######## block 1 ########
### Cell placement, block 1

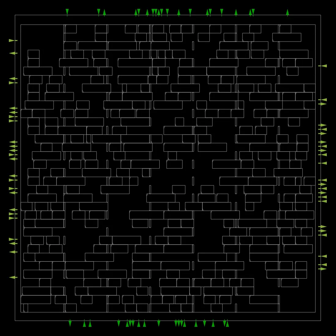

===== src/rtl/alu_mem_skid_stage.sv =====
// ALU->MEM pipeline register with valid/ready handshake and a two-entry skid
// buffer (main entry drives the outputs, skid entry absorbs one extra push
// while MEM stalls). All outputs are registered. Define ALU_MEM_FWD_EN to add
// a combinational forwarding tap over the in-flight entries.
module alu_mem_skid_stage #(
  parameter int DATA_W = 32,
  parameter int ADDR_W = 5
) (
  input  logic              clk,
  input  logic              resetIn,
  input  logic              inValid,
  output logic              inReady,
  input  logic [DATA_W-1:0] inData,
  input  logic              inWriteEnable,
  input  logic [ADDR_W-1:0] inWriteBackAddr,
  input  logic              flushIn,
  output logic              outValid,
  input  logic              outReady,
  output logic [DATA_W-1:0] outData,
  output logic              outWriteEnable,
  output logic [ADDR_W-1:0] outWriteBackAddr,
  output logic              resetOut,
`ifdef ALU_MEM_FWD_EN
  input  logic [ADDR_W-1:0] fwdAddrIn,
  output logic              fwdHitOut,
  output logic [DATA_W-1:0] fwdDataOut,
`endif
  output logic [1:0]        occupancy
);

  // Main entry (head toward MEM)
  logic              r_mainValid;
  logic [DATA_W-1:0] r_mainData;
  logic              r_mainWe;
  logic [ADDR_W-1:0] r_mainAddr;
  // Skid entry (younger)
  logic              r_skidValid;
  logic [DATA_W-1:0] r_skidData;
  logic              r_skidWe;
  logic [ADDR_W-1:0] r_skidAddr;
  // Registered status
  logic              r_inReady;
  logic [1:0]        r_occupancy;
  logic              r_resetOut;

  logic              w_pop, w_push;
  logic              w_nxtMainValid, w_nxtMainWe, w_nxtSkidValid, w_nxtSkidWe;
  logic [DATA_W-1:0] w_nxtMainData, w_nxtSkidData;
  logic [ADDR_W-1:0] w_nxtMainAddr, w_nxtSkidAddr;

  assign w_pop  = r_mainValid & outReady;
  assign w_push = inValid & r_inReady;

  // Next-state of both entries: flush wins, then skid refills main before
  // any new input so ordering stays FIFO.
  always_comb begin
    w_nxtMainValid = r_mainValid;
    w_nxtMainData  = r_mainData;
    w_nxtMainWe    = r_mainWe;
    w_nxtMainAddr  = r_mainAddr;
    w_nxtSkidValid = r_skidValid;
    w_nxtSkidData  = r_skidData;
    w_nxtSkidWe    = r_skidWe;
    w_nxtSkidAddr  = r_skidAddr;
    if (flushIn) begin
      // Payload registers hold; only the valids and the head write-enable drop
      w_nxtMainValid = 1'b0;
      w_nxtMainWe    = 1'b0;
      w_nxtSkidValid = 1'b0;
    end else if (!r_mainValid || w_pop) begin
      if (r_skidValid) begin
        w_nxtMainValid = 1'b1;
        w_nxtMainData  = r_skidData;
        w_nxtMainWe    = r_skidWe;
        w_nxtMainAddr  = r_skidAddr;
        w_nxtSkidValid = 1'b0;
      end else if (w_push) begin
        w_nxtMainValid = 1'b1;
        w_nxtMainData  = inData;
        w_nxtMainWe    = inWriteEnable;
        w_nxtMainAddr  = inWriteBackAddr;
      end else begin
        w_nxtMainValid = 1'b0;
        w_nxtMainWe    = 1'b0;
      end
    end else if (w_push) begin
      w_nxtSkidValid = 1'b1;
      w_nxtSkidData  = inData;
      w_nxtSkidWe    = inWriteEnable;
      w_nxtSkidAddr  = inWriteBackAddr;
    end
  end

  // Entry storage and registered status; reset empties everything at once
  always_ff @(posedge clk or posedge resetIn) begin
    if (resetIn) begin
      r_mainValid <= 1'b0;
      r_mainData  <= '0;
      r_mainWe    <= 1'b0;
      r_mainAddr  <= '0;
      r_skidValid <= 1'b0;
      r_skidData  <= '0;
      r_skidWe    <= 1'b0;
      r_skidAddr  <= '0;
      r_inReady   <= 1'b1;
      r_occupancy <= 2'd0;
    end else begin
      r_mainValid <= w_nxtMainValid;
      r_mainData  <= w_nxtMainData;
      r_mainWe    <= w_nxtMainWe;
      r_mainAddr  <= w_nxtMainAddr;
      r_skidValid <= w_nxtSkidValid;
      r_skidData  <= w_nxtSkidData;
      r_skidWe    <= w_nxtSkidWe;
      r_skidAddr  <= w_nxtSkidAddr;
      r_inReady   <= ~w_nxtSkidValid;
      r_occupancy <= {1'b0, w_nxtMainValid} + {1'b0, w_nxtSkidValid};
    end
  end

  // RAM reset indication: set with reset, cleared on the first edge after it
  always_ff @(posedge clk or posedge resetIn) begin
    if (resetIn) r_resetOut <= 1'b1;
    else         r_resetOut <= 1'b0;
  end

  assign inReady          = r_inReady;
  assign outValid         = r_mainValid;
  assign outData          = r_mainData;
  assign outWriteEnable   = r_mainWe & r_mainValid;
  assign outWriteBackAddr = r_mainAddr;
  assign occupancy        = r_occupancy;
  assign resetOut         = r_resetOut;

`ifdef ALU_MEM_FWD_EN
  // Forwarding lookup: younger skid entry wins over main; register 0 never hits
  always_comb begin
    fwdHitOut  = 1'b0;
    fwdDataOut = '0;
    if (fwdAddrIn != '0) begin
      if (r_skidValid && r_skidWe && (r_skidAddr == fwdAddrIn)) begin
        fwdHitOut  = 1'b1;
        fwdDataOut = r_skidData;
      end else if (r_mainValid && r_mainWe && (r_mainAddr == fwdAddrIn)) begin
        fwdHitOut  = 1'b1;
        fwdDataOut = r_mainData;
      end
    end
  end
`endif

endmodule


===== config.mk =====
export PLATFORM = sky130hd
export DESIGN_NAME = alu_mem_skid_stage
export DESIGN_NICKNAME = d
export VERILOG_FILES = /design/src/rtl/alu_mem_skid_stage.sv
export SDC_FILE = /design/constraint.sdc
export NUM_CORES = 1
export LEC_CHECK = 0
export CAP_MARGIN = 20
export CORE_MARGIN = 1.5
export CORE_UTILIZATION = 40
export CTS_CLUSTER_SIZE = 8
export DETAILED_ROUTE_END_ITERATION = 12
export PLACE_DENSITY_LB_ADDON = 0.1
export SYNTH_ARGS = -nofsm -noshare
export SYNTH_HDL_FRONTEND = slang
export SYNTH_SLANG_ARGS = --single-unit
export TNS_END_PERCENT = 20

===== constraint.sdc =====
create_clock -name clk -period 3.7 [get_ports clk]
set_input_delay 0.555 -clock clk [delete_from_list [all_inputs] [get_ports clk]]
set_output_delay 0.555 -clock clk [all_outputs]
set_load 0.01 [all_outputs]

######## block 2 ########
$ cat config.mk
export PLATFORM = sky130hd
export DESIGN_NAME = fifo_rd_stream_adapter
export DESIGN_NICKNAME = d
export VERILOG_FILES = /design/src/rtl/fifo_rd_stream_adapter.sv
export SDC_FILE = /design/constraint.sdc
export NUM_CORES = 1
export LEC_CHECK = 0
export ABC_CLOCK_PERIOD_IN_PS = 2000
export CORE_MARGIN = 2
export CORE_UTILIZATION = 49
export CTS_CLUSTER_SIZE = 30
export DETAILED_ROUTE_END_ITERATION = 8
export PLACE_DENSITY = 0.8
export SLEW_MARGIN = 20
export SYNTH_ARGS = -nofsm -noshare
export SYNTH_HDL_FRONTEND = slang
export SYNTH_SLANG_ARGS = --single-unit
$ cat constraint.sdc
create_clock -name rd_clk -period 2 [get_ports rd_clk]
set_input_delay 0.5 -clock rd_clk [delete_from_list [all_inputs] [get_ports rd_clk]]
set_output_delay 0.5 -clock rd_clk [all_outputs]
set_load 0.05 [all_outputs]
$ cat src/rtl/fifo_rd_stream_adapter.sv
// -----------------------------------------------------------------------------
// fifo_rd_stream_adapter
//
// Read-side companion to the async FIFO. It issues read strobes to the FIFO,
// whose registered rd_data returns one cycle after an accepted strobe. It then
// presents the words as a first-word-fall-through valid/ready stream in the
// read clock domain.
//
// A 2-entry skid buffer (head/tail) lets the stream move one word per cycle
// while still absorbing back-pressure. m_data is always the head register, so
// there is no combinational path from fifo_rd_data to m_data.
//
// Ports:
//   rd_clk         read-domain clock (only clock)
//   rd_rst         synchronous, active-high reset
//   fifo_rd_en     read strobe to the FIFO
//   fifo_rd_data   FIFO read data, valid the cycle after an accepted strobe
//   fifo_rd_empty  FIFO empty flag
//   flush          discard all buffered and in-flight words
//   m_valid        stream word available
//   m_ready        downstream accepts
//   m_data         stream data (head of the skid buffer)
//   occupancy      words held in the skid buffer (0..2)
//   word_cnt       completed m_valid && m_ready transfers, wrapping
// -----------------------------------------------------------------------------
module fifo_rd_stream_adapter #(
  parameter int BITS     = 32,
  parameter int CNT_BITS = 32
) (
  input  logic                rd_clk,
  input  logic                rd_rst,
  output logic                fifo_rd_en,
  input  logic [BITS-1:0]     fifo_rd_data,
  input  logic                fifo_rd_empty,
  input  logic                flush,
  output logic                m_valid,
  input  logic                m_ready,
  output logic [BITS-1:0]     m_data,
  output logic [1:0]          occupancy,
  output logic [CNT_BITS-1:0] word_cnt
);

  typedef enum logic [1:0] {
    EMPTY = 2'd0,
    ONE   = 2'd1,
    TWO   = 2'd2
  } occ_e;

  occ_e                state;
  occ_e                state_next;
  logic                inflight;
  logic [BITS-1:0]     head;
  logic [BITS-1:0]     head_next;
  logic [BITS-1:0]     tail;
  logic [BITS-1:0]     tail_next;
  logic [CNT_BITS-1:0] cnt;

  logic                pop;
  logic                capture;
  logic [1:0]          after_pop;
  logic [1:0]          committed;

  // ---------------------------------------------------------------------------
  // Stream side: everything presented downstream comes from registers.
  // ---------------------------------------------------------------------------
  assign occupancy = state;
  assign m_valid   = (state != EMPTY);
  assign m_data    = head;
  assign word_cnt  = cnt;
  assign pop       = m_valid && m_ready;

  // Words left in the buffer once this cycle's pop (if any) has gone.
  assign after_pop = occupancy - {1'b0, pop};

  // Slots already spoken for: buffered words plus the word still returning
  // from the FIFO, minus the word leaving this cycle. A new read is only
  // issued when that total leaves room, so the buffer can never overflow.
  // A pop implies occupancy >= 1, so the subtraction never underflows.
  assign committed = occupancy + {1'b0, inflight} - {1'b0, pop};

  assign fifo_rd_en = !rd_rst && !flush && !fifo_rd_empty && (committed < 2'd2);

  // The FIFO's output register only holds a fresh word the cycle after an
  // accepted read; otherwise it holds stale data and must be ignored. A flush
  // also drops the word returning in the flush cycle.
  assign capture = inflight && !flush;

  // ---------------------------------------------------------------------------
  // Next-state / datapath
  // ---------------------------------------------------------------------------
  // NOTE: every signal written here gets a default first, so no path leaves
  // one unassigned and no latch is inferred.
  always_comb begin
    state_next = state;
    head_next  = head;
    tail_next  = tail;

    // Pop: the second word (if any) advances to the head.
    if (pop && (state == TWO)) begin
      head_next = tail;
    end

    // Capture lands behind whatever remains after the pop, preserving order.
    if (capture) begin
      if (after_pop == 2'd0) begin
        head_next = fifo_rd_data;
      end else begin
        tail_next = fifo_rd_data;
      end
    end

    if (flush) begin
      state_next = EMPTY;
    end else if (pop && !capture) begin
      state_next = (state == TWO) ? ONE : EMPTY;
    end else if (capture && !pop) begin
      // TWO is never reached with a capture pending: the issue gate
      // reserves a slot for every in-flight word.
      state_next = (state == EMPTY) ? ONE : TWO;
    end
  end

  // ---------------------------------------------------------------------------
  // State registers
  // ---------------------------------------------------------------------------
  // NOTE: sequential state uses non-blocking assignments so every register
  // samples pre-edge values, independent of statement order.
  always_ff @(posedge rd_clk) begin
    if (rd_rst) begin
      // NOTE: the two buffer entries are plain registers, not a RAM, so they
      // are cleared here to make m_data read as zero out of reset.
      state    <= EMPTY;
      inflight <= 1'b0;
      head     <= '0;
      tail     <= '0;
      cnt      <= '0;
    end else begin
      state    <= state_next;
      // fifo_rd_en is already gated by !fifo_rd_empty, so it is exactly
      // "a read was accepted at this edge".
      inflight <= fifo_rd_en;
      head     <= head_next;
      tail     <= tail_next;
      if (pop) begin
        cnt <= cnt + CNT_BITS'(1);
      end
    end
  end

endmodule

==> gallery <==
Supply network.
(4 px per µm) Pins as bars on the die edge.
Plate I
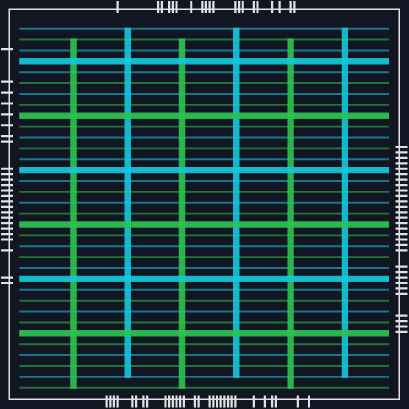
Plate II
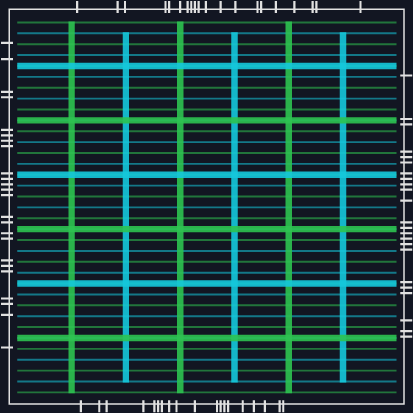
- Plate II = block 1
- Plate I = block 2
- most pins: Plate I

### Clock distribution, block 1

(6 px per µm)
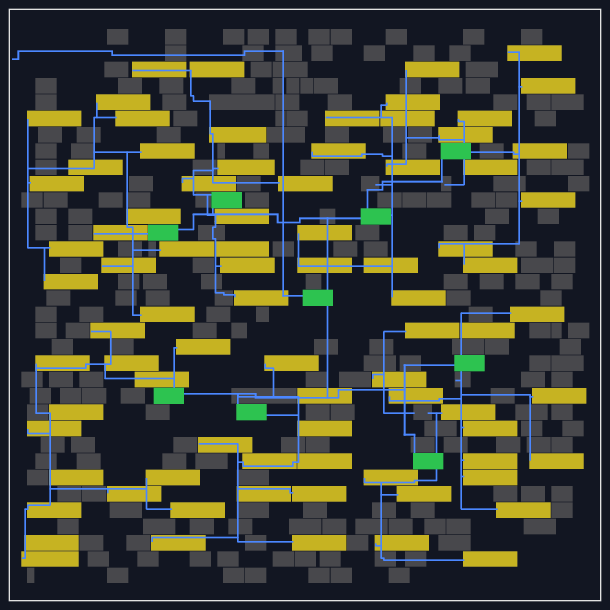
[green] clock drivers | count: 9
[blue] clock wires | length: 1040 µm
[yellow] flip-flops | count: 82
flops lie: all over the die
routed clock nets: 10

About 'Cell placement' of block 1:
Finished Core Util: 54.3%
# rows: 34
Fillers: 766
Finished Layout Cells: 423

==> impl_metrics.yaml, block 1 <==
# synthesis and place-and-route metrics
final_timing:
  fin_crit_ns: 2.27
  tightestPinTransition_ns: 0.703
  hold_violations: 0
pwr:
  p_sw_share_pct: 24.5
  p_total_mw: 2.46
  p_switching_mw: 0.601
  seq-power_mw: 1.19
  p_per_area_nw_per_um2: 517
worst_setup_path:
  critPathTopFamily: "simple AND/OR/NAND/NOR gates"
  critPathMaxStageDelay_ns: 0.70
  crit_path_start: "flushIn"
  start_kind: "input pin"
  cp_slowest_cell: "and3_4"
  cp_max_fo: 38
clocking:
  numCtsBuffers: 9
  root_buffer: "clkbuf_8"
  cts_tree: "yes"
  cts.repair.resized: 0
  post_cts_buffers: 0
logic_synthesis:
  yosys-stat-area_um2: 3630
  common_cells: "mux2_2, dfrtp_1, mux2_4"
  ys_seq_share_pct: 56.5
  top_logic_kind: "multiplexers"
  largest_area_cell: "dfrtp_1"
final_layout:
  drive_above_1_share_pct: 44.4
  mostFrequentLayoutCells: "mux2_2, clkdlybuf4s50_1, dfrtp_1"
  layout.nets: 354
drt:
  avgViaCountPerCell: 4.91
  met3_length_um: 477
  wl_met1_mm: 3.16
  wl_mm: 6.87
run_status:
  status: "finished clean"
global_route:
  grt.total_usage_pct: 15.0
placement:
  pre_cts_ws_ns: 1.04
  placedCellCount: 407
floorplan:
  num_io_pins: 86
## block 1: cell families (layout without fill, tap and decap cells)
family	Yosys count	after routing
DFF	82	82
and+or+nand+nor	7	7
other	1	1
AOI/OAI and AO/OA	3	3
adders and majority gates	1	1
muxes	113	113
buffers and inverters	14	108
## block 1: final cells by class
cell class	instances	share of cell area, %
Sequential cell	82	43.2
Multi-Input combinational cell	125	30.5
Timing Repair Buffer	90	18.7
Tap cell	108	2.84
Clock buffer	10	2.68
Clock inverter	6	1.89
Inverter	2	0.184
### Cell placement, block 2

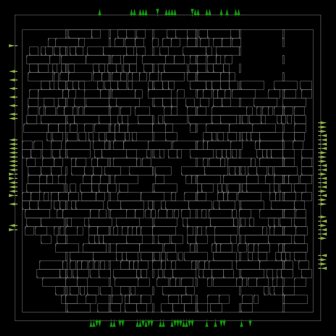
# Taps: 105
Finished Core Util: 68.1%
Placeable Area: 8300 µm²

==> impl_metrics.yaml, block 2 <==
# synthesis and place-and-route metrics
clocking:
  cts.htree.levels: 3
  post_cts_buffers: 1
  insertion_delay_ns: 0.36
  clockBufferDepth: 2
  holdBufCountCts: 0
worst_setup_path:
  cp_max_fo: 4
  start_kind: "input pin"
  critPathTopFamily: "simple AND/OR/NAND/NOR gates"
  crit_type: "input pin to output port"
  timing.rr.end: "word_cnt[18]"
logic_synthesis:
  async_reset_ff_share_pct: 0
  synth-simple-area-share_pct: 21.6
  edf_count: 0
final_layout:
  mostFrequentLayoutCells: "dfxtp_1, nand2_1, buf_4"
  drive_above_1_share_pct: 17.1
  seq_area_um2: 2000
  logic_gates: 345
  num-nonclk-buffers: 133
  lay_top_count: "dfxtp_1"
  fin_cells: 702
  largestClassByArea: "combinational gates"
pwr:
  clock_power_share_pct: 35.5
  pwr-share-comb_pct: 8.5
  pwr-share-seq_pct: 56.0
  p_int_mw: 2.73
  p_per_area_nw_per_um2: 633
  combinationalPower_mw: 0.303
  powerClk_mw: 1.27
  maxPowerGroup: "registers"
floorplan:
  chipArea_um2: 9440
final_timing:
  hold_violations: 0
  finalSetupViolCount: 0
placement:
  placedCellCount: 686
  pre_cts_ws_ns: -0.381
run_status:
  status: "finished clean"
drt:
  avgViaCountPerCell: 5.57
  wl_per_cell_um: 14.5
hold_path:
  min_to: "tail[17]"
  hold_depth: 2
global_route:
  grt_pass1_vias: 3720
==> block 2: synthesized netlist by cell type, drive strengths merged, types with 3 or more instances <==
cell and number:
dfxtp 99, nand3 13, or3 6, a211oi 32
nor3 3, nor2b 3, buf 14, nand4 13
o21ai 5, nand2 71, and4 6, a21oi 52
nor2 47, clkbuf 25, inv 4, xor2 12
mux2i 33, nor4 5, o31ai 11, and2 4
or4 11
==> block 2: per-layer routing <==
layer  track usage, %  up-vias  part of all wire [%]
met4             6.07        0                  0.84
met2             36.7      105                    50
li1                 -     1937                     -
met5                0        -                     0
met3             4.75        8                   5.0
met1             27.4     1859                    44


==> screenshots <==
Placement by cell class.
(3 px per µm) Fill, decap, tap and diode cells in grey.
(a)
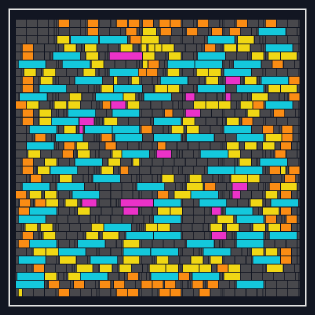
(b)
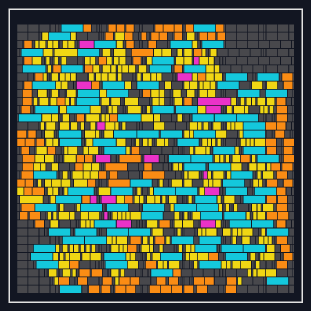
For block 1, see (a).
For block 2, see (b).

Key to (a):
[cyan] sequential cells | cells: 82 | share of their area: 45%
[magenta] clock drivers and dummy loads | cells: 16 | share of their area: 4.7%
[orange] remaining buffers and delay cells | cells: 90 | share of their area: 19%
[yellow] combinational and other logic | cells: 127 | share of their area: 32%

Power is estimated from default activity; no workload was simulated.
